==================== bank_manager
Figure 1. Layout detail (bank_manager).
Window x 178 to 198, y 250 to 270 µm. Cells in gray, sequential cells in the stronger gray; small squares are vias.
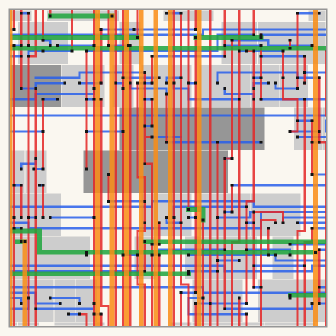

## src/rtl/bank_pkg.sv

```systemverilog
// Shared definitions for the synthesizer voice bank: command opcodes, wave codes,
// sample geometry and the constant phase-increment ROM builder.
package bank_pkg;

    localparam int SAMPLE_W        = 24;
    localparam int NVOICES_DEFAULT = 10;
    localparam int PHW_DEFAULT     = 32;
    localparam int NOTES           = 128;

    localparam logic [1:0] OP_IDLE   = 2'b00;
    localparam logic [1:0] OP_ON     = 2'b01;
    localparam logic [1:0] OP_OFF    = 2'b10;
    localparam logic [1:0] OP_ALLOFF = 2'b11;

    localparam logic [1:0] WAVE_SAW     = 2'b00;
    localparam logic [1:0] WAVE_SQUARE  = 2'b01;
    localparam logic [1:0] WAVE_TRI     = 2'b10;
    localparam logic [1:0] WAVE_SAW_ALT = 2'b11;

    typedef logic [NOTES-1:0][31:0] inc_rom_t;

    // Evaluated only at elaboration time; the result is a fixed 128-entry table.
    function automatic inc_rom_t build_inc_rom(input int fs, input int phw);
        inc_rom_t rom;
        real      inc_real;
        for (int n = 0; n < NOTES; n++) begin
            inc_real = 440.0 * (2.0 ** ((real'(n) - 69.0) / 12.0))
                     * (2.0 ** real'(phw)) / real'(fs);
            rom[n]   = 32'($rtoi(inc_real + 0.5));
        end
        return rom;
    endfunction

endpackage

```

## src/rtl/bank_voice.sv

```systemverilog
// One oscillator voice: slot state (active, note, wave, phase) and the waveform
// shaper that turns the phase into a signed 24-bit sample.
module bank_voice
    import bank_pkg::*;
#(
    parameter int PHW = PHW_DEFAULT
) (
    input  logic                clk,
    input  logic                reset,
    input  logic                trig,
    input  logic [6:0]          trig_note,
    input  logic [1:0]          trig_wave,
    input  logic                kill,
    input  logic                advance,
    input  logic [PHW-1:0]      inc,
    output logic                active,
    output logic [6:0]          note,
    output logic [SAMPLE_W-1:0] sample
);

    logic           active_q, active_d;
    logic [6:0]     note_q, note_d;
    logic [1:0]     wave_q, wave_d;
    logic [PHW-1:0] phase_q, phase_d;

    logic [SAMPLE_W-1:0] shaped;
    logic [SAMPLE_W-2:0] tri_t;

    // A trigger in the same cycle as this slot's advance wins: the voice restarts at phase 0.
    always_comb begin
        active_d = active_q;
        note_d   = note_q;
        wave_d   = wave_q;
        phase_d  = phase_q;
        if (advance && active_q) begin
            phase_d = phase_q + inc;
        end
        if (trig) begin
            active_d = 1'b1;
            note_d   = trig_note;
            wave_d   = trig_wave;
            phase_d  = '0;
        end else if (kill) begin
            active_d = 1'b0;
        end
    end

    always_ff @(posedge clk or posedge reset) begin
        if (reset) begin
            active_q <= 1'b0;
            note_q   <= '0;
            wave_q   <= WAVE_SAW;
            phase_q  <= '0;
        end else begin
            active_q <= active_d;
            note_q   <= note_d;
            wave_q   <= wave_d;
            phase_q  <= phase_d;
        end
    end

    always_comb begin
        tri_t = phase_q[PHW-1] ? ~phase_q[PHW-2 -: SAMPLE_W-1] : phase_q[PHW-2 -: SAMPLE_W-1];
        case (wave_q)
            WAVE_SQUARE: shaped = phase_q[PHW-1] ? 24'h800001 : 24'h7FFFFF;
            WAVE_TRI:    shaped = {tri_t, 1'b0} ^ 24'h800000;
            default:     shaped = phase_q[PHW-1 -: SAMPLE_W] ^ 24'h800000;
        endcase
    end

    assign active = active_q;
    assign note   = note_q;
    assign sample = active_q ? shaped : '0;

endmodule

```

## src/rtl/bank_manager.sv

```systemverilog
// Voice bank top: decodes note commands, allocates voices, walks the slots
// round-robin and registers one voice sample per enabled cycle for the mixer.
module bank_manager
    import bank_pkg::*;
#(
    parameter int NVOICES = NVOICES_DEFAULT,
    parameter int FS      = 96000,
    parameter int PHW     = PHW_DEFAULT
) (
    input  logic                clk,
    input  logic                reset,
    input  logic                clk_en,
    input  logic [15:0]         i_data,
    output logic [SAMPLE_W-1:0] o_signal
);

    localparam int       SLOT_W  = (NVOICES > 1) ? $clog2(NVOICES) : 1;
    localparam inc_rom_t INC_ROM = build_inc_rom(FS, PHW);

    logic [1:0] cmd_op;
    logic [1:0] cmd_wave;
    logic [6:0] cmd_note;
    logic       unused_cmd_bits;

    logic [NVOICES-1:0]  voice_active;
    logic [6:0]          voice_note   [NVOICES];
    logic [SAMPLE_W-1:0] voice_sample [NVOICES];

    logic [NVOICES-1:0] match;
    logic [NVOICES-1:0] free_oh;
    logic [NVOICES-1:0] trig;
    logic [NVOICES-1:0] kill;
    logic [NVOICES-1:0] advance;
    logic [PHW-1:0]     slot_inc;

    logic [SLOT_W-1:0]   slot_q, slot_d;
    logic [SAMPLE_W-1:0] o_signal_q, o_signal_d;

    assign cmd_op          = i_data[15:14];
    assign cmd_wave        = i_data[13:12];
    assign cmd_note        = i_data[6:0];
    assign unused_cmd_bits = ^i_data[11:7];

    // Lowest-index inactive voice; all zeros when the bank is full, which drops the note-on.
    always_comb begin
        logic taken;
        taken   = 1'b0;
        free_oh = '0;
        for (int i = 0; i < NVOICES; i++) begin
            match[i] = voice_active[i] && (voice_note[i] == cmd_note);
            if (!voice_active[i] && !taken) begin
                free_oh[i] = 1'b1;
                taken      = 1'b1;
            end
        end
    end

    always_comb begin
        for (int i = 0; i < NVOICES; i++) begin
            trig[i]    = (cmd_op == OP_ON) && ((|match) ? match[i] : free_oh[i]);
            kill[i]    = ((cmd_op == OP_OFF) && match[i]) || (cmd_op == OP_ALLOFF);
            advance[i] = clk_en && (slot_q == SLOT_W'(i));
        end
    end

    assign slot_inc = PHW'(INC_ROM[voice_note[slot_q]]);

    for (genvar g = 0; g < NVOICES; g++) begin : g_voice
        bank_voice #(
            .PHW(PHW)
        ) u_voice (
            .clk       (clk),
            .reset     (reset),
            .trig      (trig[g]),
            .trig_note (cmd_note),
            .trig_wave (cmd_wave),
            .kill      (kill[g]),
            .advance   (advance[g]),
            .inc       (slot_inc),
            .active    (voice_active[g]),
            .note      (voice_note[g]),
            .sample    (voice_sample[g])
        );
    end

    always_comb begin
        slot_d     = slot_q;
        o_signal_d = o_signal_q;
        if (clk_en) begin
            o_signal_d = voice_sample[slot_q];
            slot_d     = (slot_q == SLOT_W'(NVOICES - 1)) ? '0 : slot_q + 1'b1;
        end
    end

    always_ff @(posedge clk or posedge reset) begin
        if (reset) begin
            slot_q     <= '0;
            o_signal_q <= '0;
        end else begin
            slot_q     <= slot_d;
            o_signal_q <= o_signal_d;
        end
    end

    assign o_signal = o_signal_q;

endmodule

```

## config.mk

```make
export PLATFORM = sky130hd
export DESIGN_NAME = bank_manager
export DESIGN_NICKNAME = d
export VERILOG_FILES = /design/src/rtl/bank_pkg.sv /design/src/rtl/bank_voice.sv /design/src/rtl/bank_manager.sv
export SDC_FILE = /design/constraint.sdc
export NUM_CORES = 2
export LEC_CHECK = 0
export CAP_MARGIN = 20
export CORE_ASPECT_RATIO = 1.4
export CORE_MARGIN = 5
export CORE_UTILIZATION = 55
export DETAILED_ROUTE_END_ITERATION = 10
export HOLD_SLACK_MARGIN = 0.06
export PLACE_DENSITY = 0.7
export SYNTH_ARGS = -nofsm -noshare
export SYNTH_HDL_FRONTEND = slang
export SYNTH_SLANG_ARGS = --single-unit
```

## constraint.sdc

```tcl
create_clock -name clk -period 19.6 [get_ports clk]
set_input_delay 5.88 -clock clk [delete_from_list [all_inputs] [get_ports clk]]
set_output_delay 5.88 -clock clk [all_outputs]
set_load 0.05 [all_outputs]
```

==================== encoder83_scan
===== src/rtl/encoder83_scan.sv =====
// encoder83_scan: debounced 8-to-3 priority encoder with a valid/acknowledge report handshake.
// Build macro ENCODER83_SCAN_MULTI_EN enables the o_multi flag; without it o_multi is tied to 0.
module encoder83_scan #(
    parameter int unsigned DEB_CNT = 4
) (
    input  logic       i_clk,
    input  logic       i_rst_n,
    input  logic [7:0] i_y,
    input  logic       i_opt,
    input  logic       i_ack,
    output logic [2:0] o_sel,
    output logic       o_valid,
    output logic       o_multi,
    output logic [1:0] o_state
);

    // Handshake: o_valid rises together with o_sel/o_multi and all three hold unchanged until
    // i_ack is sampled high; o_valid falls on that edge. i_ack while o_valid is low is ignored.
    typedef enum logic [1:0] {
        ST_IDLE   = 2'd0,
        ST_DEB    = 2'd1,
        ST_REPORT = 2'd2,
        ST_HOLD   = 2'd3
    } state_t;

    localparam logic [7:0] CNT_LAST = 8'(DEB_CNT - 1);

    logic [7:0] y_meta_q, y_sync_q;
    logic       opt_meta_q, opt_sync_q;
    logic [1:0] prime_q;
    logic       opt_ref_q, opt_ref_d;
    state_t     state_q, state_d;
    logic [7:0] cnt_q, cnt_d;
    logic [7:0] snap_q, snap_d;
    logic [2:0] sel_q, sel_d;
    logic       valid_q, valid_d;
    logic [7:0] act, act_v;
    logic       opt_chg;

`ifdef ENCODER83_SCAN_MULTI_EN
    logic       multi_q, multi_d;
`endif

    function automatic logic [2:0] top_index(input logic [7:0] v);
        logic [2:0] idx;
        idx = 3'd0;
        for (int i = 0; i < 8; i++) begin
            if (v[i]) idx = 3'(i);
        end
        return idx;
    endfunction

    function automatic logic more_than_one(input logic [7:0] v);
        return (v & (v - 8'd1)) != 8'd0;
    endfunction

    // The synchronizers reset to 0, so their output is meaningless for the first two edges;
    // prime_q masks that window so reset release never produces a spurious detection.
    assign act     = opt_sync_q ? y_sync_q : ~y_sync_q;
    assign act_v   = prime_q[1] ? act : 8'h00;
    assign opt_chg = prime_q[1] && (opt_sync_q != opt_ref_q);

    always_comb begin
        state_d   = state_q;
        cnt_d     = cnt_q;
        snap_d    = snap_q;
        sel_d     = sel_q;
        valid_d   = valid_q;
        opt_ref_d = opt_ref_q;
`ifdef ENCODER83_SCAN_MULTI_EN
        multi_d   = multi_q;
`endif
        if (!prime_q[1]) begin
            opt_ref_d = opt_meta_q;
        end else if (opt_chg && state_q != ST_REPORT) begin
            // A polarity change while reporting waits until the report is acknowledged.
            state_d   = ST_IDLE;
            cnt_d     = 8'd0;
            opt_ref_d = opt_sync_q;
        end else begin
            unique case (state_q)
                ST_IDLE: begin
                    if (act_v != 8'h00) begin
                        snap_d  = act_v;
                        cnt_d   = 8'd0;
                        state_d = ST_DEB;
                    end
                end
                ST_DEB: begin
                    if (act_v == 8'h00) begin
                        cnt_d   = 8'd0;
                        state_d = ST_IDLE;
                    end else if (act_v != snap_q) begin
                        snap_d = act_v;
                        cnt_d  = 8'd0;
                    end else if (cnt_q == CNT_LAST) begin
                        state_d = ST_REPORT;
                        sel_d   = top_index(snap_q);
                        valid_d = 1'b1;
`ifdef ENCODER83_SCAN_MULTI_EN
                        multi_d = more_than_one(snap_q);
`endif
                    end else begin
                        cnt_d = cnt_q + 8'd1;
                    end
                end
                ST_REPORT: begin
                    if (i_ack) begin
                        state_d = ST_HOLD;
                        valid_d = 1'b0;
                        cnt_d   = 8'd0;
                    end
                end
                ST_HOLD: begin
                    // Lines must read released for DEB_CNT cycles before a new detection.
                    if (act_v != 8'h00) begin
                        cnt_d = 8'd0;
                    end else if (cnt_q == CNT_LAST) begin
                        cnt_d   = 8'd0;
                        state_d = ST_IDLE;
                    end else begin
                        cnt_d = cnt_q + 8'd1;
                    end
                end
                default: begin
                    state_d = ST_IDLE;
                    cnt_d   = 8'd0;
                end
            endcase
        end
    end

    always_ff @(posedge i_clk or negedge i_rst_n) begin
        if (!i_rst_n) begin
            y_meta_q   <= 8'h00;
            y_sync_q   <= 8'h00;
            opt_meta_q <= 1'b0;
            opt_sync_q <= 1'b0;
            prime_q    <= 2'b00;
            opt_ref_q  <= 1'b0;
            state_q    <= ST_IDLE;
            cnt_q      <= 8'd0;
            snap_q     <= 8'h00;
            sel_q      <= 3'd0;
            valid_q    <= 1'b0;
        end else begin
            y_meta_q   <= i_y;
            y_sync_q   <= y_meta_q;
            opt_meta_q <= i_opt;
            opt_sync_q <= opt_meta_q;
            prime_q    <= {prime_q[0], 1'b1};
            opt_ref_q  <= opt_ref_d;
            state_q    <= state_d;
            cnt_q      <= cnt_d;
            snap_q     <= snap_d;
            sel_q      <= sel_d;
            valid_q    <= valid_d;
        end
    end

`ifdef ENCODER83_SCAN_MULTI_EN
    always_ff @(posedge i_clk or negedge i_rst_n) begin
        if (!i_rst_n) begin
            multi_q <= 1'b0;
        end else begin
            multi_q <= multi_d;
        end
    end
    assign o_multi = multi_q;
`else
    assign o_multi = 1'b0;
`endif

    assign o_sel   = sel_q;
    assign o_valid = valid_q;
    assign o_state = state_q;

endmodule


===== config.mk =====
export PLATFORM = sky130hd
export DESIGN_NAME = encoder83_scan
export DESIGN_NICKNAME = d
export VERILOG_FILES = /design/src/rtl/encoder83_scan.sv
export SDC_FILE = /design/constraint.sdc
export NUM_CORES = 1
export LEC_CHECK = 0
export ABC_AREA = 1
export ABC_CLOCK_PERIOD_IN_PS = 2800
export CORE_ASPECT_RATIO = 2
export CORE_MARGIN = 8
export CORE_UTILIZATION = 60
export DETAILED_ROUTE_END_ITERATION = 16
export GPL_TIMING_DRIVEN = 0
export PLACE_DENSITY_LB_ADDON = 0.25
export SKIP_LAST_GASP = 1
export SLEW_MARGIN = 5
export SYNTH_ARGS = -nofsm -noshare
export SYNTH_HDL_FRONTEND = slang
export SYNTH_SLANG_ARGS = --single-unit

===== constraint.sdc =====
create_clock -name i_clk -period 2.8 [get_ports i_clk]
set_input_delay 0.56 -clock i_clk [delete_from_list [all_inputs] [get_ports i_clk]]
set_output_delay 0.56 -clock i_clk [all_outputs]
set_load 0.005 [all_outputs]

Figure 2. Local utilization (bank_manager).
The die is cut into 25 by 35 equal tiles; white is low, dark blue is high, 0 to 100% covered.
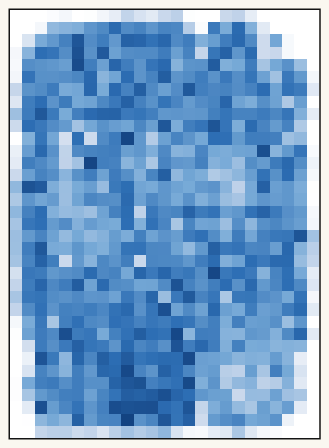
tiles over 75% full: 14%
mean over tiles: 54%
fullest tile: 93%
fraction of the core area covered by cells at the end of the flow: 0.595
area of the placeable core: 0.0803 mm²
starting utilization of the core area: 0.554

Notes on Figure 1 above:
legend:
  green:
    layer: metal 3
  blue:
    layer: metal 1
  orange:
    layer: metal 4
  red:
    layer: metal 2
most frequent: nand2_1 (7), a21oi_1 (4)
netlist names of flops here include: g_voice.u_voice.phase_q (2)
sequential cells in the window: 2
cells with their middle in the window: 30

==> results_slide.txt, bank_manager <==
Synthesis and Place & Route Summary

Die
  – Die ar.: 0.0867 mm²
  – Taps Inserted: 1062
  – Row Count: 123

Yosys
  – Most used flip-flop cell after synthesis: sky130_fd_sc_hd__dfrtp_1
  – Share of synthesized cell area in and, or, nand and nor gates: 0.173
  – Fraction of the mapped netlist area in compound gates: 0.260
  – Synthesized net count: 6183
  – Count of instantiated cells in the yosys netlist: 5752
  – Synth async-reset ratio: 1.00
  – Proportion of netlist area held by the largest area contributor: 0.252
  – Top-count cell post-synth: sky130_fd_sc_hd__nand2_1
  – Avg Cell Area, Syn: 7.73 µm²

Routing
  – Routed met2 length: 72000 µm
  – WL met3: 10700 µm
  – Drt wl/cell: 23.8 µm
  – Number of vias per cell: 6.51

Layout
  – Final sequential cell count: 448
  – Largest cell class: logic gates
  – Dominant logic cell type in the layout: sky130_fd_sc_hd__nand2_1
  – Reg area: 0.0112 mm²
  – Relative area of clock buffers and inverters in the final design: 0.0389
  – Number of inserted diodes: 3
  – Tally of filler cells in the layout: 7601
  – Number of nets in the finished design: 6020
  – Inverters: 302
  – Fraction of standard cell area in multi-input logic: 0.648
  – Reg with most FFs: g_voice.u_voice.phase_q
  – Clkbuf count: 62
  – Non-Filler Cell Area, Final: 0.0478 mm²

Power and ir drop
  – Part of the total power dissipated in the clock network: 0.112
  – Internal power contribution: 4.13 mW
  – Design Power: 9.75 mW
  – Clock group total power: 1.09 mW

Run
  – Tool warnings: 124

Clock tree
  – Post-CTS setup buffer count: 0
  – Worst-Skew Late Latency: 0.65 ns
  – Root buffer cell: sky130_fd_sc_hd__clkbuf_16
  – Buffer levels on the longest clock path: 3

Worst setup path
  – Number of buffers and inverters on the critical path: 2
  – Critical setup path kind: input port to flip-flop
  – Launch point of the worst reg-to-reg path: slot_q[0]
  – Path depth of the worst reg2reg path: 23
  – Crit. Startpoint: i_data[3]
  – Arrival time reported for the critical path endpoint: 10.00 ns
  – Max stage delay cell, worst path: sky130_fd_sc_hd__clkdlybuf4s50_1
  – Crit path to: g_voice[8].u_voice.phase_q[20]
  – Worst setup EP type: flip-flop
  – Critical path, cell by cell: clkdlybuf4s50_1 > xnor2_1 > nand4_1 > nor2_1 > nor4_1 > nand3_1 > nor4_2 > a22o_2 > buf_4 > nor3_1 > mux2i_1 > o21ai_0

Global route
  – Met1 Track Usage GR: 0.428
  – Met3 track demand over resource in global routing: 0.0492
  – Maximum number of pins on one net before global-route repair: 154

Placed design
  – Buffers added on ports: 37
  – Minimum setup slack after placement: 9.32 ns
  – Placed inst area: 0.0458 mm²

Run status
  – Result of the run: complete, no violations

STA
  – Post-route clock period utilization: 0.484
  – Final critical delay including setup and external delays: 9.49 ns
  – Hold_ws: 0.518 ns
  – Fmax: 0.105 GHz

Min path
  – Class of the worst hold path: flip-flop to flip-flop
  – Worst min-delay path endpoint: g_voice[6].u_voice.phase_q[6]
Figure 3. Local utilization (encoder83_scan).
The die is cut into 6 by 10 equal tiles; white is low, dark blue is high, 0 to 100% covered.
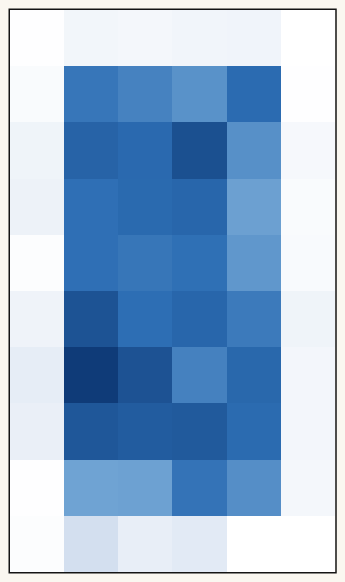
mean over tiles: 42%
densest ninth of the die: center
nearly empty tiles: 13%
fullest tile: 96%

Figure 4. Sizing map (encoder83_scan).
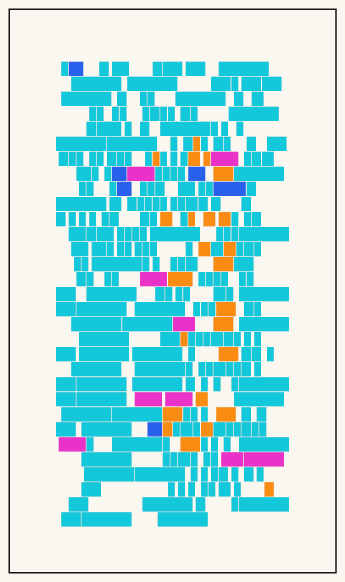
legend:
  orange:
    size: _2 cells
    cells: 24
    most_used: nand3_2
  cyan:
    size: _0 and _1 cells
    cells: 265
    most_used: nand2_1
  magenta:
    size: _6 and larger
    cells: 9
    most_used: clkbuf_8
  blue:
    size: _3 and _4 cells
    cells: 6
    most_used: buf_4

==> results_slide.txt, encoder83_scan <==
Synthesis and Place & Route Summary

Placed design
  – HPWL after DPL: 3370 µm

Yosys
  – Largest non-sequential cell family by area: simple AND/OR/NAND/NOR gates
  – Avg Cell Area, Syn: 7.94 µm²
  – Most used flip-flop cell after synthesis: sky130_fd_sc_hd__dfrtp_1
  – Post-Synthesis Cells: 278
  – Synth async-reset ratio: 1.00
  – Netlist area before placement: 0.00221 mm²

STA
  – Worst Skew: 0.00960 ns
  – Number of setup violations in the final report: 0
  – Hold_ws: 0.163 ns
  – Final-report max-slew violation count: 0
  – Setup repair after global routing missed its margin: no
  – Final Hold Fails: 0

Power and ir drop
  – Static Leak: 1.30 nW
  – Top power group: sequential cells
  – Power Density: 651 mW/mm²
  – Part of the total power dissipated in the clock network: 0.251

Layout
  – Reg area: 0.00108 mm²
  – Largest cell class: sequential cells
  – Inverters: 36
  – Multi-input comb cells: 193

Clock tree
  – Total of hold buffers inserted after clock tree synthesis: 0
  – Worst-Skew Late Latency: 0.30 ns
  – TritonCTS clock tree: built
  – Reg clk slew, reported paths: 0.08 ns

Routing
  – Number of vias per cell: 5.15
  – Number of remaining DRC errors: 0

Worst setup path
  – Crit path to: cnt_q[5]
  – Cell type group with the largest total delay on the critical path: simple AND/OR/NAND/NOR gates
  – Crit. Startpoint: opt_sync_q
  – Max FO, Critical Path: 10
  – Path depth of the worst reg2reg path: 15
  – Critical path's most frequent cell: sky130_fd_sc_hd__nand2_1

Global route
  – GR Util met2: 0.302
  – Initial antenna violation count: 0

Die
  – Area of the placeable core: 0.00357 mm²
  – Die width: 58.9 µm

Run
  – Max Cap Violations: 0

Run status
  – Result of the run: complete, no violations

==> screenshots <==
Placed standard cells.
picture 1
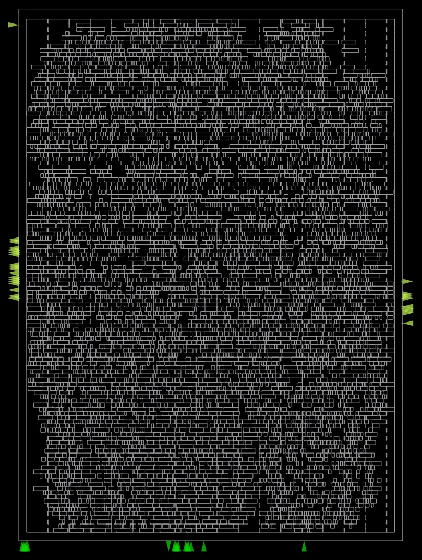
picture 2
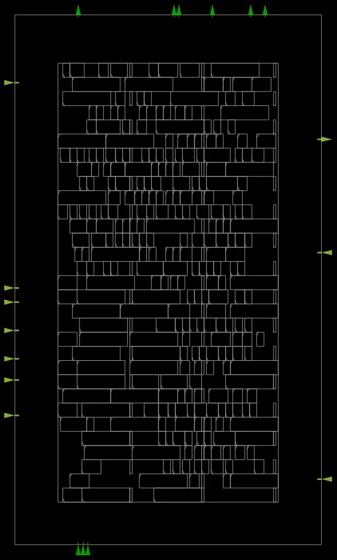
Picture 2 comes from encoder83_scan.
Picture 1 comes from bank_manager.


==================== serial_addsub_seq
## src/rtl/serial_addsub_pkg.sv

```systemverilog
// Shared types for the bit-serial add/subtract sequencer.
// Build option: SERIAL_ADDSUB_OVF_EN enables the signed-overflow flag.
package serial_addsub_pkg;

  typedef enum logic [1:0] {
    IDLE  = 2'd0,
    SHIFT = 2'd1,
    DONE  = 2'd2
  } state_t;

  localparam logic MODE_ADD = 1'b0;
  localparam logic MODE_SUB = 1'b1;

endpackage

```

## src/rtl/serial_addsub_seq_cell.sv

```systemverilog
// 1-bit full adder/subtractor cell; B is inverted when mode is set.
// Purely combinational, one instance per sequencer.
module addsub_bit_cell (
  input  logic a,
  input  logic b,
  input  logic cin,
  input  logic mode,
  output logic sum,
  output logic cout
);

  logic bx;
  logic p;

  assign bx   = b ^ mode;
  assign p    = a ^ bx;
  assign sum  = p ^ cin;
  assign cout = (a & bx) | (cin & p);

endmodule

```

## src/rtl/serial_addsub_seq.sv

```systemverilog
// Bit-serial add/subtract sequencer, LSB first, one bit per clock.
// Build option: SERIAL_ADDSUB_OVF_EN registers the signed-overflow flag.
module serial_addsub_seq #(
  parameter int WIDTH = 8
) (
  input  logic             clk,
  input  logic             rst_n,
  input  logic             start,
  input  logic             mode,
  input  logic [WIDTH-1:0] a,
  input  logic [WIDTH-1:0] b,
  output logic             busy,
  output logic             done,
  output logic [WIDTH-1:0] result,
  output logic             cout,
  output logic             overflow
);
  import serial_addsub_pkg::*;

  localparam int CNT_W = $clog2(WIDTH);

  state_t           state;
  state_t           state_n;
  logic [WIDTH-1:0] a_sr;
  logic [WIDTH-1:0] b_sr;
  logic [WIDTH-1:0] acc;
  logic [CNT_W-1:0] cnt;
  logic             carry;
  logic             mode_q;
  logic             accept;
  logic             last;
  logic             bit_sum;
  logic             bit_cout;

  assign busy   = (state == SHIFT);
  assign done   = (state == DONE);
  assign accept = start && !busy;
  assign last   = busy && (cnt == CNT_W'(WIDTH - 1));

  addsub_bit_cell u_cell (
    .a    (a_sr[0]),
    .b    (b_sr[0]),
    .cin  (carry),
    .mode (mode_q),
    .sum  (bit_sum),
    .cout (bit_cout)
  );

  always_ff @(posedge clk or negedge rst_n) begin
    if (!rst_n) state <= IDLE;
    else        state <= state_n;
  end

  always_comb begin
    state_n = state;
    unique case (state)
      IDLE:    if (start) state_n = SHIFT;
      SHIFT:   if (last)  state_n = DONE;
      DONE:    state_n = start ? SHIFT : IDLE;
      default: state_n = IDLE;
    endcase
  end

  always_ff @(posedge clk or negedge rst_n) begin
    if (!rst_n) begin
      a_sr   <= '0;
      b_sr   <= '0;
      acc    <= '0;
      cnt    <= '0;
      carry  <= 1'b0;
      mode_q <= MODE_ADD;
      result <= '0;
      cout   <= 1'b0;
    end else if (accept) begin
      a_sr   <= a;
      b_sr   <= b;
      cnt    <= '0;
      carry  <= mode;
      mode_q <= mode;
    end else if (busy) begin
      a_sr  <= a_sr >> 1;
      b_sr  <= b_sr >> 1;
      acc   <= {bit_sum, acc[WIDTH-1:1]};
      carry <= bit_cout;
      cnt   <= cnt + CNT_W'(1);
      if (last) begin
        result <= {bit_sum, acc[WIDTH-1:1]};
        cout   <= bit_cout;
      end
    end
  end

`ifdef SERIAL_ADDSUB_OVF_EN
  // carry still holds the carry into the MSB during the last bit
  always_ff @(posedge clk or negedge rst_n) begin
    if (!rst_n)    overflow <= 1'b0;
    else if (last) overflow <= carry ^ bit_cout;
  end
`else
  assign overflow = 1'b0;
`endif

endmodule
```

## config.mk

```make
export PLATFORM = sky130hd
export DESIGN_NAME = serial_addsub_seq
export DESIGN_NICKNAME = d
export VERILOG_FILES = /design/src/rtl/serial_addsub_pkg.sv /design/src/rtl/serial_addsub_seq_cell.sv /design/src/rtl/serial_addsub_seq.sv
export SDC_FILE = /design/constraint.sdc
export NUM_CORES = 1
export LEC_CHECK = 0
export CORE_ASPECT_RATIO = 1.5
export CORE_MARGIN = 4
export CORE_UTILIZATION = 45
export CTS_CLUSTER_DIAMETER = 200
export DETAILED_ROUTE_END_ITERATION = 10
export GPL_ROUTABILITY_DRIVEN = 0
export PLACE_DENSITY = 0.71
export SYNTH_ARGS = -nofsm -noshare
export SYNTH_HDL_FRONTEND = slang
export SYNTH_SLANG_ARGS = --single-unit
```

## constraint.sdc

```tcl
create_clock -name clk -period 3.3 [get_ports clk]
set_clock_uncertainty 0.15 [all_clocks]
set_input_delay 0.495 -clock clk [delete_from_list [all_inputs] [get_ports clk]]
set_output_delay 0.495 -clock clk [all_outputs]
set_load 0.01 [all_outputs]
```

==================== laser_tx_sequencer
### src/rtl/laser_tx_sequencer.sv
// Packet sequencer for the dual-lane laser transmitter: buffers a packet, frames it, and sends it with ack/retry.
// Define LASER_TX_CHECKSUM_EN to append an XOR checksum frame after the payload frames.
module laser_tx_sequencer #(
  parameter int         PKT_PAIRS      = 16,
  parameter int         TIMEOUT_CYCLES = 4096,
  parameter int         MAX_RETRY      = 3,
  parameter logic [7:0] SOP            = 8'hA5
) (
  input  logic       clock,
  input  logic       reset_n,
  input  logic [7:0] in_data,
  input  logic       in_valid,
  output logic       in_ready,
  output logic [7:0] tx_data1,
  output logic [7:0] tx_data2,
  output logic       tx_ready,
  input  logic       tx_done,
  output logic       tx_en,
  input  logic       ack_valid,
  input  logic [7:0] ack_seq,
  output logic [7:0] seq,
  output logic       busy,
  output logic       pkt_sent,
  output logic       pkt_failed
);

  localparam int NBYTES = 2 * PKT_PAIRS;
  localparam int WR_W   = $clog2(NBYTES);
`ifdef LASER_TX_CHECKSUM_EN
  localparam int LAST_FRAME = PKT_PAIRS + 1;
`else
  localparam int LAST_FRAME = PKT_PAIRS;
`endif
  localparam int FRAME_W = $clog2(LAST_FRAME + 1);
  localparam int TIMER_W = (TIMEOUT_CYCLES > 1) ? $clog2(TIMEOUT_CYCLES) : 1;
  localparam int RETRY_W = (MAX_RETRY > 0) ? $clog2(MAX_RETRY + 1) : 1;

  localparam logic [WR_W-1:0]    WR_LAST    = WR_W'(NBYTES - 1);
  localparam logic [WR_W-1:0]    WR_ONE     = WR_W'(1);
  localparam logic [FRAME_W-1:0] FRAME_LAST = FRAME_W'(LAST_FRAME);
  localparam logic [FRAME_W-1:0] FRAME_ONE  = FRAME_W'(1);
  localparam logic [TIMER_W-1:0] TIMER_LAST = TIMER_W'(TIMEOUT_CYCLES - 1);
  localparam logic [TIMER_W-1:0] TIMER_ONE  = TIMER_W'(1);
  localparam logic [RETRY_W-1:0] RETRY_MAX  = RETRY_W'(MAX_RETRY);
  localparam logic [RETRY_W-1:0] RETRY_ONE  = RETRY_W'(1);

  typedef enum logic [1:0] {FILL, ISSUE, WAIT_DONE, ACK_WAIT} state_t;

  state_t             state_q, state_d;
  logic [WR_W-1:0]    wr_idx_q, wr_idx_d;
  logic [FRAME_W-1:0] frame_idx_q, frame_idx_d;
  logic [TIMER_W-1:0] timer_q, timer_d;
  logic [RETRY_W-1:0] retry_q, retry_d;
  logic [7:0]         seq_q, seq_d;
  logic [7:0]         tx_data1_q, tx_data1_d;
  logic [7:0]         tx_data2_q, tx_data2_d;
  logic [7:0]         buffer_q [NBYTES];

  logic               accept;
  logic               load_frame;
  logic [FRAME_W-1:0] frame_sel;
  logic [FRAME_W-1:0] pair_idx;
  logic [WR_W-1:0]    lo_idx;
  logic [WR_W-1:0]    hi_idx;

  assign in_ready = (state_q == FILL);
  assign busy     = (state_q != FILL);
  assign tx_ready = (state_q == ISSUE);
  assign tx_en    = (state_q == ISSUE) || (state_q == WAIT_DONE);
  assign tx_data1 = tx_data1_q;
  assign tx_data2 = tx_data2_q;
  assign seq      = seq_q;

  // load_frame/frame_sel select the frame whose bytes are latched as ISSUE is entered
  always_comb begin
    state_d     = state_q;
    wr_idx_d    = wr_idx_q;
    frame_idx_d = frame_idx_q;
    timer_d     = timer_q;
    retry_d     = retry_q;
    seq_d       = seq_q;
    accept      = 1'b0;
    load_frame  = 1'b0;
    frame_sel   = frame_idx_q;
    pkt_sent    = 1'b0;
    pkt_failed  = 1'b0;
    case (state_q)
      FILL: begin
        if (in_valid) begin
          accept = 1'b1;
          if (wr_idx_q == WR_LAST) begin
            wr_idx_d    = '0;
            frame_idx_d = '0;
            frame_sel   = '0;
            load_frame  = 1'b1;
            state_d     = ISSUE;
          end else begin
            wr_idx_d = wr_idx_q + WR_ONE;
          end
        end
      end
      ISSUE: state_d = WAIT_DONE;
      WAIT_DONE: begin
        if (tx_done) begin
          if (frame_idx_q == FRAME_LAST) begin
            timer_d = '0;
            state_d = ACK_WAIT;
          end else begin
            frame_idx_d = frame_idx_q + FRAME_ONE;
            frame_sel   = frame_idx_d;
            load_frame  = 1'b1;
            state_d     = ISSUE;
          end
        end
      end
      ACK_WAIT: begin
        timer_d = timer_q + TIMER_ONE;
        if (ack_valid && (ack_seq == seq_q)) begin
          pkt_sent = 1'b1;
          seq_d    = seq_q + 8'd1;
          retry_d  = '0;
          wr_idx_d = '0;
          state_d  = FILL;
        end else if (timer_q == TIMER_LAST) begin
          if (retry_q < RETRY_MAX) begin
            retry_d     = retry_q + RETRY_ONE;
            frame_idx_d = '0;
            frame_sel   = '0;
            load_frame  = 1'b1;
            state_d     = ISSUE;
          end else begin
            pkt_failed = 1'b1;
            seq_d      = seq_q + 8'd1;
            retry_d    = '0;
            wr_idx_d   = '0;
            state_d    = FILL;
          end
        end
      end
      default: state_d = FILL;
    endcase
  end

`ifdef LASER_TX_CHECKSUM_EN
  logic [7:0] csum1_q, csum1_d;
  logic [7:0] csum2_q, csum2_d;

  // Leaving ACK_WAIT is the only way back into FILL, so that is where the sums clear
  always_comb begin
    csum1_d = csum1_q;
    csum2_d = csum2_q;
    if (pkt_sent || pkt_failed) begin
      csum1_d = '0;
      csum2_d = '0;
    end else if (accept) begin
      if (wr_idx_q[0]) csum2_d = csum2_q ^ in_data;
      else             csum1_d = csum1_q ^ in_data;
    end
  end

  always_ff @(posedge clock or negedge reset_n) begin
    if (!reset_n) begin
      csum1_q <= '0;
      csum2_q <= '0;
    end else begin
      csum1_q <= csum1_d;
      csum2_q <= csum2_d;
    end
  end
`endif

  always_comb begin
    pair_idx   = frame_sel - FRAME_ONE;
    lo_idx     = WR_W'({pair_idx, 1'b0});
    hi_idx     = lo_idx | WR_ONE;
    tx_data1_d = tx_data1_q;
    tx_data2_d = tx_data2_q;
    if (load_frame) begin
      if (frame_sel == '0) begin
        tx_data1_d = SOP;
        tx_data2_d = seq_q;
`ifdef LASER_TX_CHECKSUM_EN
      end else if (frame_sel == FRAME_LAST) begin
        tx_data1_d = csum1_q;
        tx_data2_d = csum2_q;
`endif
      end else begin
        tx_data1_d = buffer_q[lo_idx];
        tx_data2_d = buffer_q[hi_idx];
      end
    end
  end

  always_ff @(posedge clock) begin
    if (accept) buffer_q[wr_idx_q] <= in_data;
  end

  always_ff @(posedge clock or negedge reset_n) begin
    if (!reset_n) begin
      state_q     <= FILL;
      wr_idx_q    <= '0;
      frame_idx_q <= '0;
      timer_q     <= '0;
      retry_q     <= '0;
      seq_q       <= '0;
      tx_data1_q  <= '0;
      tx_data2_q  <= '0;
    end else begin
      state_q     <= state_d;
      wr_idx_q    <= wr_idx_d;
      frame_idx_q <= frame_idx_d;
      timer_q     <= timer_d;
      retry_q     <= retry_d;
      seq_q       <= seq_d;
      tx_data1_q  <= tx_data1_d;
      tx_data2_q  <= tx_data2_d;
    end
  end

endmodule

### config.mk
export PLATFORM = sky130hd
export DESIGN_NAME = laser_tx_sequencer
export DESIGN_NICKNAME = d
export VERILOG_FILES = /design/src/rtl/laser_tx_sequencer.sv
export SDC_FILE = /design/constraint.sdc
export NUM_CORES = 1
export LEC_CHECK = 0
export ABC_CLOCK_PERIOD_IN_PS = 10150
export CORE_UTILIZATION = 40
export CTS_CLUSTER_DIAMETER = 120
export DETAILED_ROUTE_END_ITERATION = 10
export PLACE_DENSITY = 0.56
export SETUP_SLACK_MARGIN = 0.2
export SYNTH_ARGS = -nofsm -noshare
export SYNTH_HDL_FRONTEND = slang
export SYNTH_SLANG_ARGS = --single-unit
### constraint.sdc
create_clock -name clock -period 10.15 [get_ports clock]
set_clock_uncertainty 0.05 [all_clocks]
set_input_delay 2.03 -clock clock [delete_from_list [all_inputs] [get_ports clock]]
set_output_delay 2.03 -clock clock [all_outputs]
set_load 0.05 [all_outputs]
==================== phase_track_ctrl
===== config.mk =====
export PLATFORM = sky130hd
export DESIGN_NAME = phase_track_ctrl
export DESIGN_NICKNAME = d
export VERILOG_FILES = /design/src/rtl/phase_track_pkg.sv /design/src/rtl/phase_accum.sv /design/src/rtl/phase_track_ctrl.sv
export SDC_FILE = /design/constraint.sdc
export NUM_CORES = 1
export LEC_CHECK = 0
export CAP_MARGIN = 20
export CORE_MARGIN = 8
export CORE_UTILIZATION = 48
export CTS_CLUSTER_SIZE = 30
export DETAILED_ROUTE_END_ITERATION = 6
export PLACE_DENSITY = 0.88
export RECOVER_POWER = 100
export SLEW_MARGIN = 40
export SYNTH_ARGS = -nofsm -noshare
export SYNTH_HDL_FRONTEND = slang
export SYNTH_SLANG_ARGS = --single-unit

===== constraint.sdc =====
create_clock -name clk -period 9 [get_ports clk]
set_clock_uncertainty 0.05 [all_clocks]
set_input_delay 1.35 -clock clk [delete_from_list [all_inputs] [get_ports clk]]
set_output_delay 1.35 -clock clk [all_outputs]
set_load 0.01 [all_outputs]

===== src/rtl/phase_track_pkg.sv =====
// Shared types and helpers for the phase-tracking NCO controller.
// Latency: n/a (types, constants and a combinational helper only).
// Backpressure: n/a.
package phase_track_pkg;

    localparam int PHASE_W = 32;

    typedef enum logic [2:0] {
        IDLE     = 3'd0,
        DELAY    = 3'd1,
        START    = 3'd2,
        WAIT_ACT = 3'd3,
        RUN      = 3'd4,
        CHECK    = 3'd5
    } state_t;

    // Magnitude of a two's-complement value. The most negative value maps
    // to itself, which as an unsigned number is still the correct magnitude.
    function automatic logic [PHASE_W-1:0] abs_s32(input logic [PHASE_W-1:0] v);
        return v[PHASE_W-1] ? (~v + PHASE_W'(1)) : v;
    endfunction

endpackage


===== src/rtl/phase_accum.sv =====
// Phase accumulator register: acc <= acc + inc every clock, silent wrap mod 2^32.
// Latency: 1 cycle from inc_i to acc_o.
// Backpressure: none; free-running.
// Ports: clk/rst (async active-high), inc_i increment, acc_o accumulated phase.
module phase_accum
    import phase_track_pkg::*;
(
    input  logic               clk,
    input  logic               rst,
    input  logic [PHASE_W-1:0] inc_i,
    output logic [PHASE_W-1:0] acc_o
);

    logic [PHASE_W-1:0] acc_q;
    logic [PHASE_W-1:0] acc_d;

    assign acc_d = acc_q + inc_i;
    assign acc_o = acc_q;

    always_ff @(posedge clk or posedge rst) begin
        if (rst) begin
            acc_q <= '0;
        end else begin
            acc_q <= acc_d;
        end
    end

endmodule


===== src/rtl/phase_track_ctrl.sv =====
// NCO controller that sequences one phase adjustment and reports residual error.
// Latency: adj_start N+delay_time+1 after request; done one cycle after CHECK.
// Backpressure: requests outside IDLE are dropped; freq writes outside IDLE are deferred.
// Ports: freq/freq_valid load the increment; adj_req/desired_phase/delay_time/work_time
// start an adjustment; freq_add/adj_active/adj_ready come from the adjuster;
// phase/ref_phase are the two accumulators; the rest report adjustment status.
module phase_track_ctrl
    import phase_track_pkg::*;
#(
    parameter int unsigned        ACT_TIMEOUT = 16,
    parameter logic [PHASE_W-1:0] ERR_TOL     = 32'h0010_0000
) (
    input  logic               clk,
    input  logic               reset,
    input  logic [PHASE_W-1:0] freq,
    input  logic               freq_valid,
    input  logic               adj_req,
    input  logic [PHASE_W-1:0] desired_phase,
    input  logic [31:0]        delay_time,
    input  logic [31:0]        work_time,
    input  logic [PHASE_W-1:0] freq_add,
    input  logic               adj_active,
    input  logic               adj_ready,
    output logic [PHASE_W-1:0] phase,
    output logic [PHASE_W-1:0] ref_phase,
    output logic [PHASE_W-1:0] current_phase,
    output logic [PHASE_W-1:0] target_phase,
    output logic [31:0]        work_time_o,
    output logic               adj_start,
    output logic               busy,
    output logic               done,
    output logic               adj_err,
    output logic [PHASE_W-1:0] phase_err,
    output logic               within_tol
);

    localparam int unsigned TCNT_W = $clog2(ACT_TIMEOUT) + 1;

    state_t              state_q, state_d;
    logic [31:0]         cnt_q, cnt_d;
    logic [TCNT_W-1:0]   tcnt_q, tcnt_d, tcnt_inc;
    logic [PHASE_W-1:0]  freq_q, freq_d;
    logic [PHASE_W-1:0]  pend_q, pend_d;
    logic                pend_vld_q, pend_vld_d;
    logic [PHASE_W-1:0]  target_q, target_d;
    logic [31:0]         work_q, work_d;
    logic [PHASE_W-1:0]  cur_q, cur_d;
    logic [PHASE_W-1:0]  err_q, err_d;
    logic                tol_q, tol_d;
    logic                done_q, done_d;
    logic                adj_err_q, adj_err_d;

    logic [PHASE_W-1:0]  offset;
    logic [PHASE_W-1:0]  phase_inc;
    logic                add_en;

    // Adjuster addend only counts while it is actually running for us.
    assign add_en    = adj_active && (state_q == WAIT_ACT || state_q == RUN);
    assign phase_inc = freq_q + (add_en ? freq_add : '0);
    assign offset    = phase - ref_phase;
    assign tcnt_inc  = tcnt_q + TCNT_W'(1);

    phase_accum u_ref_acc (
        .clk   (clk),
        .rst   (reset),
        .inc_i (freq_q),
        .acc_o (ref_phase)
    );

    phase_accum u_phase_acc (
        .clk   (clk),
        .rst   (reset),
        .inc_i (phase_inc),
        .acc_o (phase)
    );

    always_comb begin
        state_d    = state_q;
        cnt_d      = cnt_q;
        tcnt_d     = tcnt_q;
        freq_d     = freq_q;
        pend_d     = pend_q;
        pend_vld_d = pend_vld_q;
        target_d   = target_q;
        work_d     = work_q;
        cur_d      = cur_q;
        err_d      = err_q;
        tol_d      = tol_q;
        done_d     = 1'b0;
        adj_err_d  = 1'b0;

        case (state_q)
            IDLE: begin
                if (adj_req) begin
                    target_d = desired_phase;
                    work_d   = work_time;
                    cnt_d    = delay_time;
                    state_d  = (delay_time == '0) ? START : DELAY;
                end
            end
            DELAY: begin
                cnt_d = cnt_q - 32'd1;
                if (cnt_q == 32'd1) begin
                    state_d = START;
                end
            end
            START: begin
                cur_d   = offset;
                tcnt_d  = '0;
                state_d = WAIT_ACT;
            end
            WAIT_ACT: begin
                if (adj_active) begin
                    state_d = RUN;
                end else begin
                    tcnt_d = tcnt_inc;
                    // Registered pulse lands ACT_TIMEOUT cycles after adj_start.
                    if (tcnt_inc == TCNT_W'(ACT_TIMEOUT - 1)) begin
                        adj_err_d = 1'b1;
                        state_d   = IDLE;
                    end
                end
            end
            RUN: begin
                if (!adj_active || adj_ready) begin
                    state_d = CHECK;
                end
            end
            CHECK: begin
                err_d   = target_q - offset;
                tol_d   = (abs_s32(err_d) <= ERR_TOL);
                done_d  = 1'b1;
                state_d = IDLE;
            end
            default: begin
                state_d = IDLE;
            end
        endcase

        // Frequency changes never disturb an adjustment in flight; a write made
        // mid-adjustment is parked and committed on the edge that returns to IDLE.
        if (state_q == IDLE) begin
            if (freq_valid) begin
                freq_d = freq;
            end
        end else begin
            if (freq_valid) begin
                pend_d     = freq;
                pend_vld_d = 1'b1;
            end
            if (state_d == IDLE) begin
                if (freq_valid) begin
                    freq_d = freq;
                end else if (pend_vld_q) begin
                    freq_d = pend_q;
                end
                pend_vld_d = 1'b0;
            end
        end
    end

    always_ff @(posedge clk or posedge reset) begin
        if (reset) begin
            state_q    <= IDLE;
            cnt_q      <= '0;
            tcnt_q     <= '0;
            freq_q     <= '0;
            pend_q     <= '0;
            pend_vld_q <= 1'b0;
            target_q   <= '0;
            work_q     <= '0;
            cur_q      <= '0;
            err_q      <= '0;
            tol_q      <= 1'b0;
            done_q     <= 1'b0;
            adj_err_q  <= 1'b0;
        end else begin
            state_q    <= state_d;
            cnt_q      <= cnt_d;
            tcnt_q     <= tcnt_d;
            freq_q     <= freq_d;
            pend_q     <= pend_d;
            pend_vld_q <= pend_vld_d;
            target_q   <= target_d;
            work_q     <= work_d;
            cur_q      <= cur_d;
            err_q      <= err_d;
            tol_q      <= tol_d;
            done_q     <= done_d;
            adj_err_q  <= adj_err_d;
        end
    end

    assign current_phase = cur_q;
    assign target_phase  = target_q;
    assign work_time_o   = work_q;
    assign adj_start     = (state_q == START);
    assign busy          = (state_q != IDLE);
    assign done          = done_q;
    assign adj_err       = adj_err_q;
    assign phase_err     = err_q;
    assign within_tol    = tol_q;

endmodule


==> notes/layouts.md <==
Pictures saved along the way, in no particular order.

Placed standard cells.
panel A
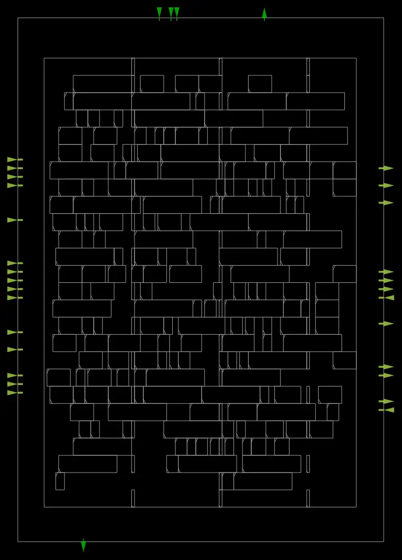
panel B
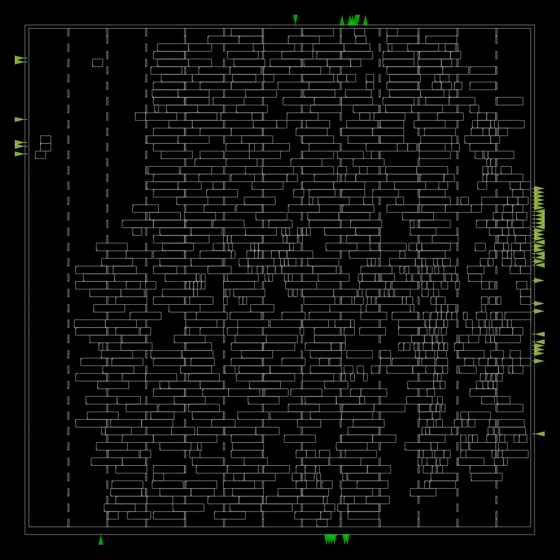
panel C
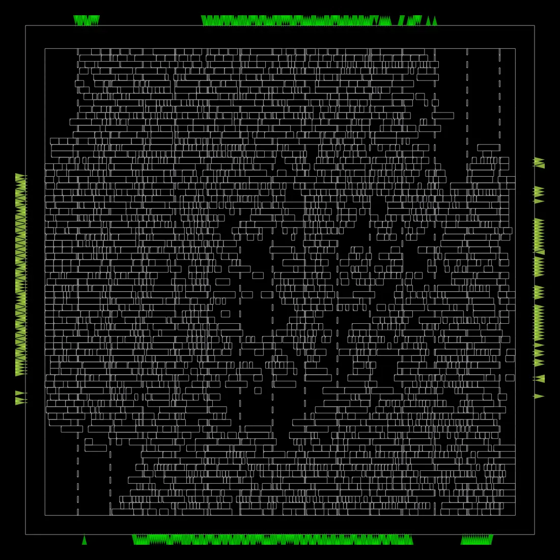
phase_track_ctrl is panel C.
serial_addsub_seq is panel A.
laser_tx_sequencer is panel B.
- most cells: panel C
- fewest cells: panel A

Figure 5. Pin placement (phase_track_ctrl).
The bar under the picture is 50 µm long. Pins as bars across the die edge, other pins in gray.
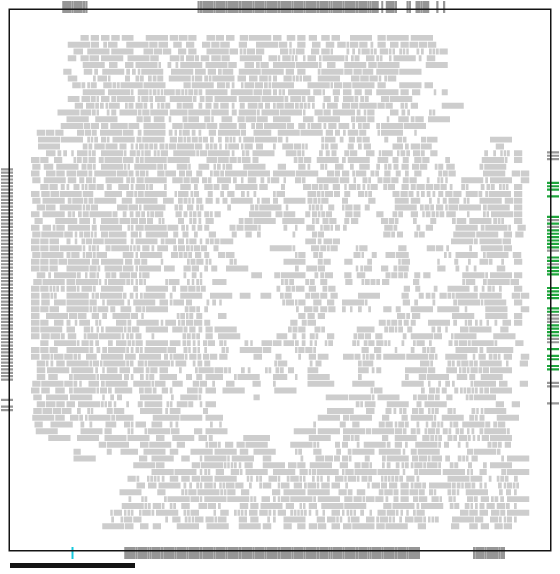
legend:
  cyan:
    port: clk
    pins: 1
    direction: input
    edge: south
  green:
    port: phase_err
    pins: 32
    direction: output
    edge: east
all pins by edge: 144 south, 106 north, 66 west, 47 east

Figure 6. Sizing map (phase_track_ctrl).
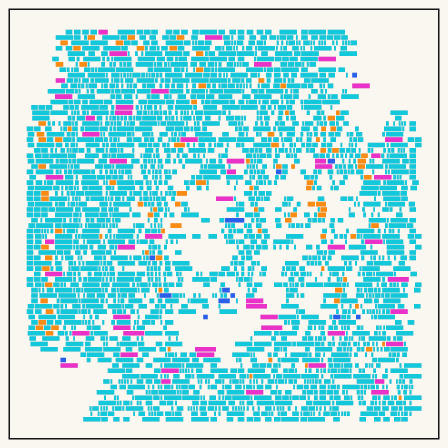
legend:
  orange:
    size: _2 cells
    cells: 92
    most_used: mux2_2
  magenta:
    size: _6 and larger
    cells: 52
    most_used: clkbuf_16
  blue:
    size: _3 and _4 cells
    cells: 13
    most_used: buf_4
  cyan:
    size: _0 and _1 cells
    cells: 2360
    most_used: nand2_1

==> results_slide.txt, phase_track_ctrl <==
Synthesis and Place & Route Summary

Run status
  – Result of the run: finished with violations
  – Failing checks: max-capacitance violations, max-slew violations

STA
  – Final-report max-slew violation count: 675
  – Final Hold Fails: 0
  – Fmax: 0.130 GHz

Worst setup path
  – Max FO, Critical Path: 10
  – Crit path to: within_tol
  – Depth of the critical timing path with buffers and inverters included: 31
  – Cell type group with the largest total delay on the critical path: AND-OR/OR-AND gates
  – Launch point of the worst reg-to-reg path: u_phase_acc.acc_o[0]

Yosys
  – Top-count cell post-synth: sky130_fd_sc_hd__nand2_1
  – Area of the synthesized netlist per yosys stat: 0.0193 mm²
  – Largest area contributor in the synthesized netlist: sky130_fd_sc_hd__dfrtp_1
  – Netlist area before placement: 0.0193 mm²

Clock tree
  – Gates resized, CTS repair: 0
  – CTS H-Tree Depth: 2

Layout
  – Dominant logic cell type in the layout: sky130_fd_sc_hd__nand2_1
  – Number of nets in the finished design: 2808
  – Final Instance Count excl. Fillers: 3044
  – Most numerous logic cells after layout: 385 x sky130_fd_sc_hd__nand2_1, 300 x sky130_fd_sc_hd__dfrtp_1, 200 x sky130_fd_sc_hd__dlygate4sd3_1, 171 x sky130_fd_sc_hd__o21ai_0, 162 x sky130_fd_sc_hd__clkdlybuf4s50_1
  – MI comb area: 0.0111 mm²
  – NonClk Buf Share: 0.150
  – Flip-flop and latch share of the layout cell area: 0.305

Placed design
  – Number of placed instances, taps included: 2974
  – Buffers added on ports: 362

Run
  – Max Cap Violations: 11

Global route
  – Initial antenna violation count: 1

Routing
  – Detailed Routing Iterations Pass 1: 5
Figure 7. Sizing map (serial_addsub_seq).
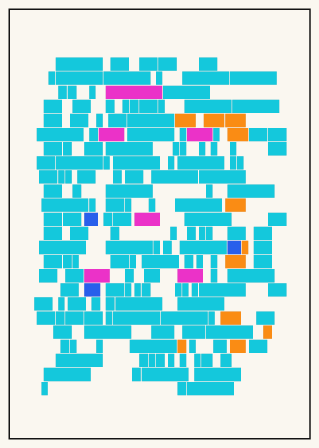
legend:
  orange:
    size: _2 cells
    cells: 11
    most_used: mux2_2
  cyan:
    size: _0 and _1 cells
    cells: 164
    most_used: nand2_1
  magenta:
    size: _6 and larger
    cells: 6
    most_used: clkbuf_8
  blue:
    size: _3 and _4 cells
    cells: 3
    most_used: buf_4
buffer count excluding the clock tree in the final layout: 32
Non-Filler Cell Area, Final: 0.00209 mm²
area delta synth->final: 25.3%

==> results_slide.txt, serial_addsub_seq <==
Synthesis and Place & Route Summary

Routing
  – Routed met2 length: 1400 µm
  – Number of DRC violations after detailed-routing iteration 0: 20
  – Detailed Routing Iterations Pass 1: 4

Yosys
  – Area of the synthesized netlist per yosys stat: 0.00167 mm²
  – Leading post-synthesis cells by instance count: 41 x sky130_fd_sc_hd__nand2_1, 39 x sky130_fd_sc_hd__dfrtp_1, 21 x sky130_fd_sc_hd__o21ai_0
  – Count of instantiated cells in the yosys netlist: 153
  – Netlist area before placement: 0.00167 mm²
  – Multiplexer share of the synthesized area: 0.144
  – Most used flip-flop cell after synthesis: sky130_fd_sc_hd__dfrtp_1
  – Top-count cell post-synth: sky130_fd_sc_hd__nand2_1

Layout
  – Relative area of clock buffers and inverters in the final design: 0.0540
  – Tally of filler cells in the layout: 306
  – Final sequential cell count: 39
  – Fraction of standard cell area in multi-input logic: 0.296
  – Multi-input comb cells: 100
  – Most numerous logic cells after layout: 41 x sky130_fd_sc_hd__nand2_1, 39 x sky130_fd_sc_hd__dfrtp_1, 29 x sky130_fd_sc_hd__clkdlybuf4s50_1, 21 x sky130_fd_sc_hd__o21ai_0, 16 x sky130_fd_sc_hd__mux2i_1
  – Dominant logic cell type in the layout: sky130_fd_sc_hd__nand2_1
  – Reg area: 976 µm²
  – Number of nets in the finished design: 206

Clock tree
  – Root buffer cell: sky130_fd_sc_hd__clkbuf_8
  – Post-CTS setup buffer count: 0
  – Worst-Skew Late Latency: 0.29 ns
  – Total number of clock tree sinks: 39

Run
  – Tool warnings: 26

Run status
  – Result of the run: complete, no violations

Global route
  – Layer carrying the most global-route usage: met2

Die
  – Area of the placeable core: 0.00348 mm²

Worst setup path
  – Arrival time reported for the critical path endpoint: 1.73 ns
  – Number of buffers and inverters on the critical path: 2
  – Capture point of the worst reg-to-reg path: result[4]
  – Worst setup EP type: output pin

STA
  – Hold_ws: 0.154 ns
  – Slack of the critical path: 0.928 ns
  – Setup repair after global routing missed its margin: no
  – Final-report max-slew violation count: 0
  – Final Hold Fails: 0

Placed design
  – Minimum setup slack after placement: 1.11 ns
Figure 8. Local utilization (laser_tx_sequencer).
The die is cut into 18 by 18 equal tiles; white is low, dark blue is high, 0 to 100% covered.
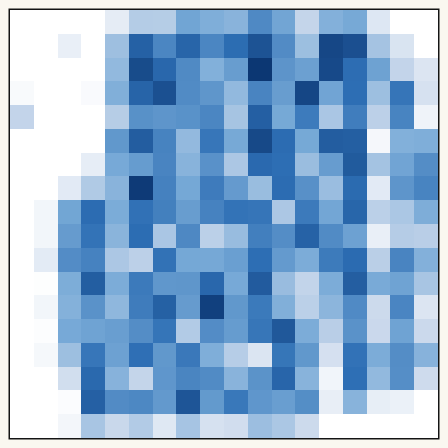
emptiest ninth of the die: north-west
fullest tile: 97%
tiles over 75% full: 13%
nearly empty tiles: 15%
mean over tiles: 44%
area of the placeable core: 0.0315 mm²
starting utilization of the core area: 0.406
fraction of the core area covered by cells at the end of the flow: 0.470

==> results_slide.txt, laser_tx_sequencer <==
Synthesis and Place & Route Summary

Run status
  – Result of the run: complete, no violations

Layout
  – Area delta synth->final: 15.8%
  – Number of nets in the finished design: 824
  – Largest cell class: sequential cells
  – Layout cells sized above 1: 0.178
  – Dominant logic cell type in the layout: sky130_fd_sc_hd__edfxtp_1
  – Tally of filler cells in the layout: 2614
  – Relative area of clock buffers and inverters in the final design: 0.0772
  – NonClk Buf Share: 0.0370
  – Inverters: 15
  – Registers with the highest flip-flop counts: buffer_q (256), timer_q (12)
  – Flip-flop and latch share of the layout cell area: 0.604

STA
  – Hold_ws: 0.452 ns
  – Slack of the critical path: 3.65 ns

Yosys
  – Area of the synthesized netlist per yosys stat: 0.0128 mm²
  – Count of instantiated cells in the yosys netlist: 728
  – Proportion of netlist area held by the largest area contributor: 0.602
  – Area fraction in full adders, half adders and majority gates: 0.0147
  – Fraction of the mapped netlist area in compound gates: 0.0442
  – Largest area contributor in the synthesized netlist: sky130_fd_sc_hd__edfxtp_1
  – Number of synthesis warnings: 0

Min path
  – Hold Startpoint: retry_q[0]

Worst setup path
  – Critical path, cell by cell: clkdlybuf4s50_1 > xnor2_1 > nand3_1 > o31ai_2 > a21oi_1 > nor2_4 > buf_4 > inv_1 > ha_2 > buf_4 > mux4_2 > mux2i_1 > o221ai_1
  – Max incr delay on CP: 0.99 ns
  – Depth of the critical timing path with buffers and inverters included: 13
  – Arrival time reported for the critical path endpoint: 6.79 ns
  – Path depth of the worst reg2reg path: 15
  – Launch point of the worst reg-to-reg path: wr_idx_q[0]
  – Max stage delay cell, worst path: sky130_fd_sc_hd__ha_2
  – Number of buffers and inverters on the critical path: 4
  – Worst setup EP type: flip-flop
  – Critical Path RT: 10.45 ns
  – Critical path's most frequent cell: sky130_fd_sc_hd__buf_4

Die
  – Taps Inserted: 402
  – Row Count: 65
  – Number of primary I/O pins: 51

Routing
  – Routed met2 length: 13500 µm
  – Total via count after detailed routing: 6732
  – Drt wl/cell: 22.8 µm

Global route
  – Layer carrying the most global-route usage: met2
  – Initial antenna violation count: 0
  – GR Util met2: 0.290
  – Met1 Track Usage GR: 0.240

Clock tree
  – CTS H-Tree Depth: 2
  – Total of hold buffers inserted after clock tree synthesis: 0
  – Post-CTS setup buffer count: 0

Placed design
  – Buffers added on ports: 50


## Gallery

Pin placement.
shot_01.png
The bar under the picture is 20 µm long. Pins as bars across the die edge, other pins in gray.
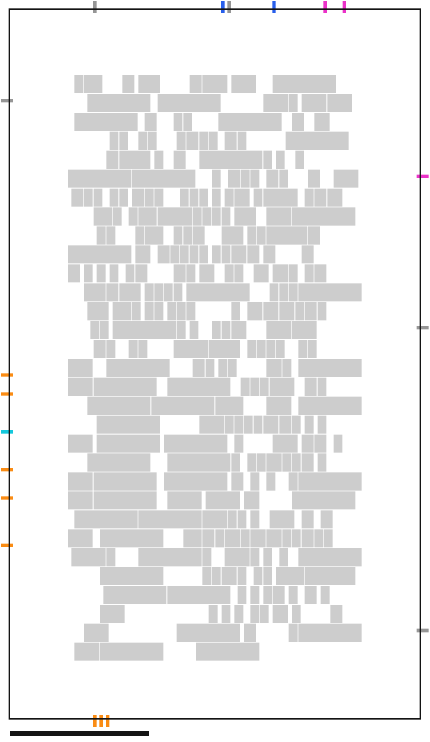
shot_02.png
The bar under the picture is 20 µm long. Pins as bars across the die edge, other pins in gray.
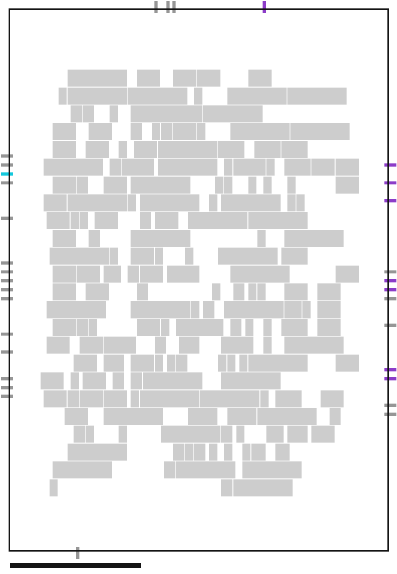
shot_03.png
The bar under the picture is 100 µm long. Pins as bars across the die edge, other pins in gray.
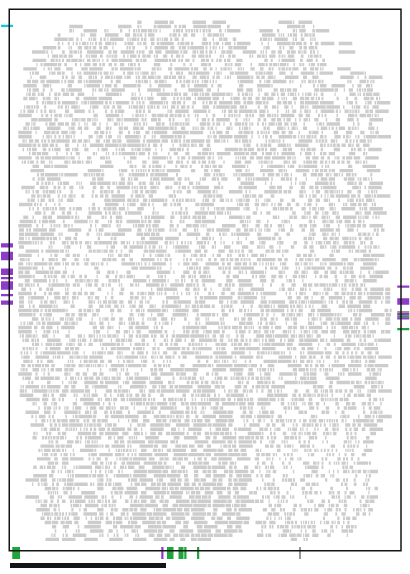
shot_04.png
The bar under the picture is 50 µm long. Pins as bars across the die edge, other pins in gray.
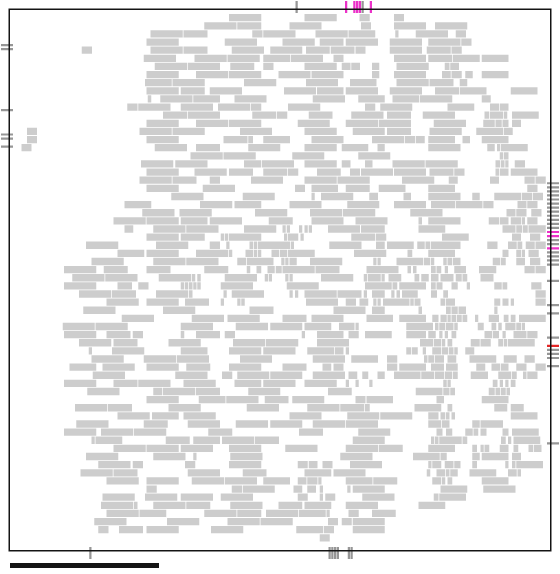
| from | picture |
|---|---|
| encoder83_scan | shot_01.png |
| laser_tx_sequencer | shot_04.png |
| bank_manager | shot_03.png |
| serial_addsub_seq | shot_02.png |

Key to shot_02.png:
legend:
  cyan:
    port: clk
    pins: 1
    direction: input
    edge: west
  purple:
    port: result
    pins: 8
    direction: output
    edge: 7 east, 1 north
all pins by edge: 15 west, 12 east, 4 north, 1 south

Power and IR drop assume default switching activity.
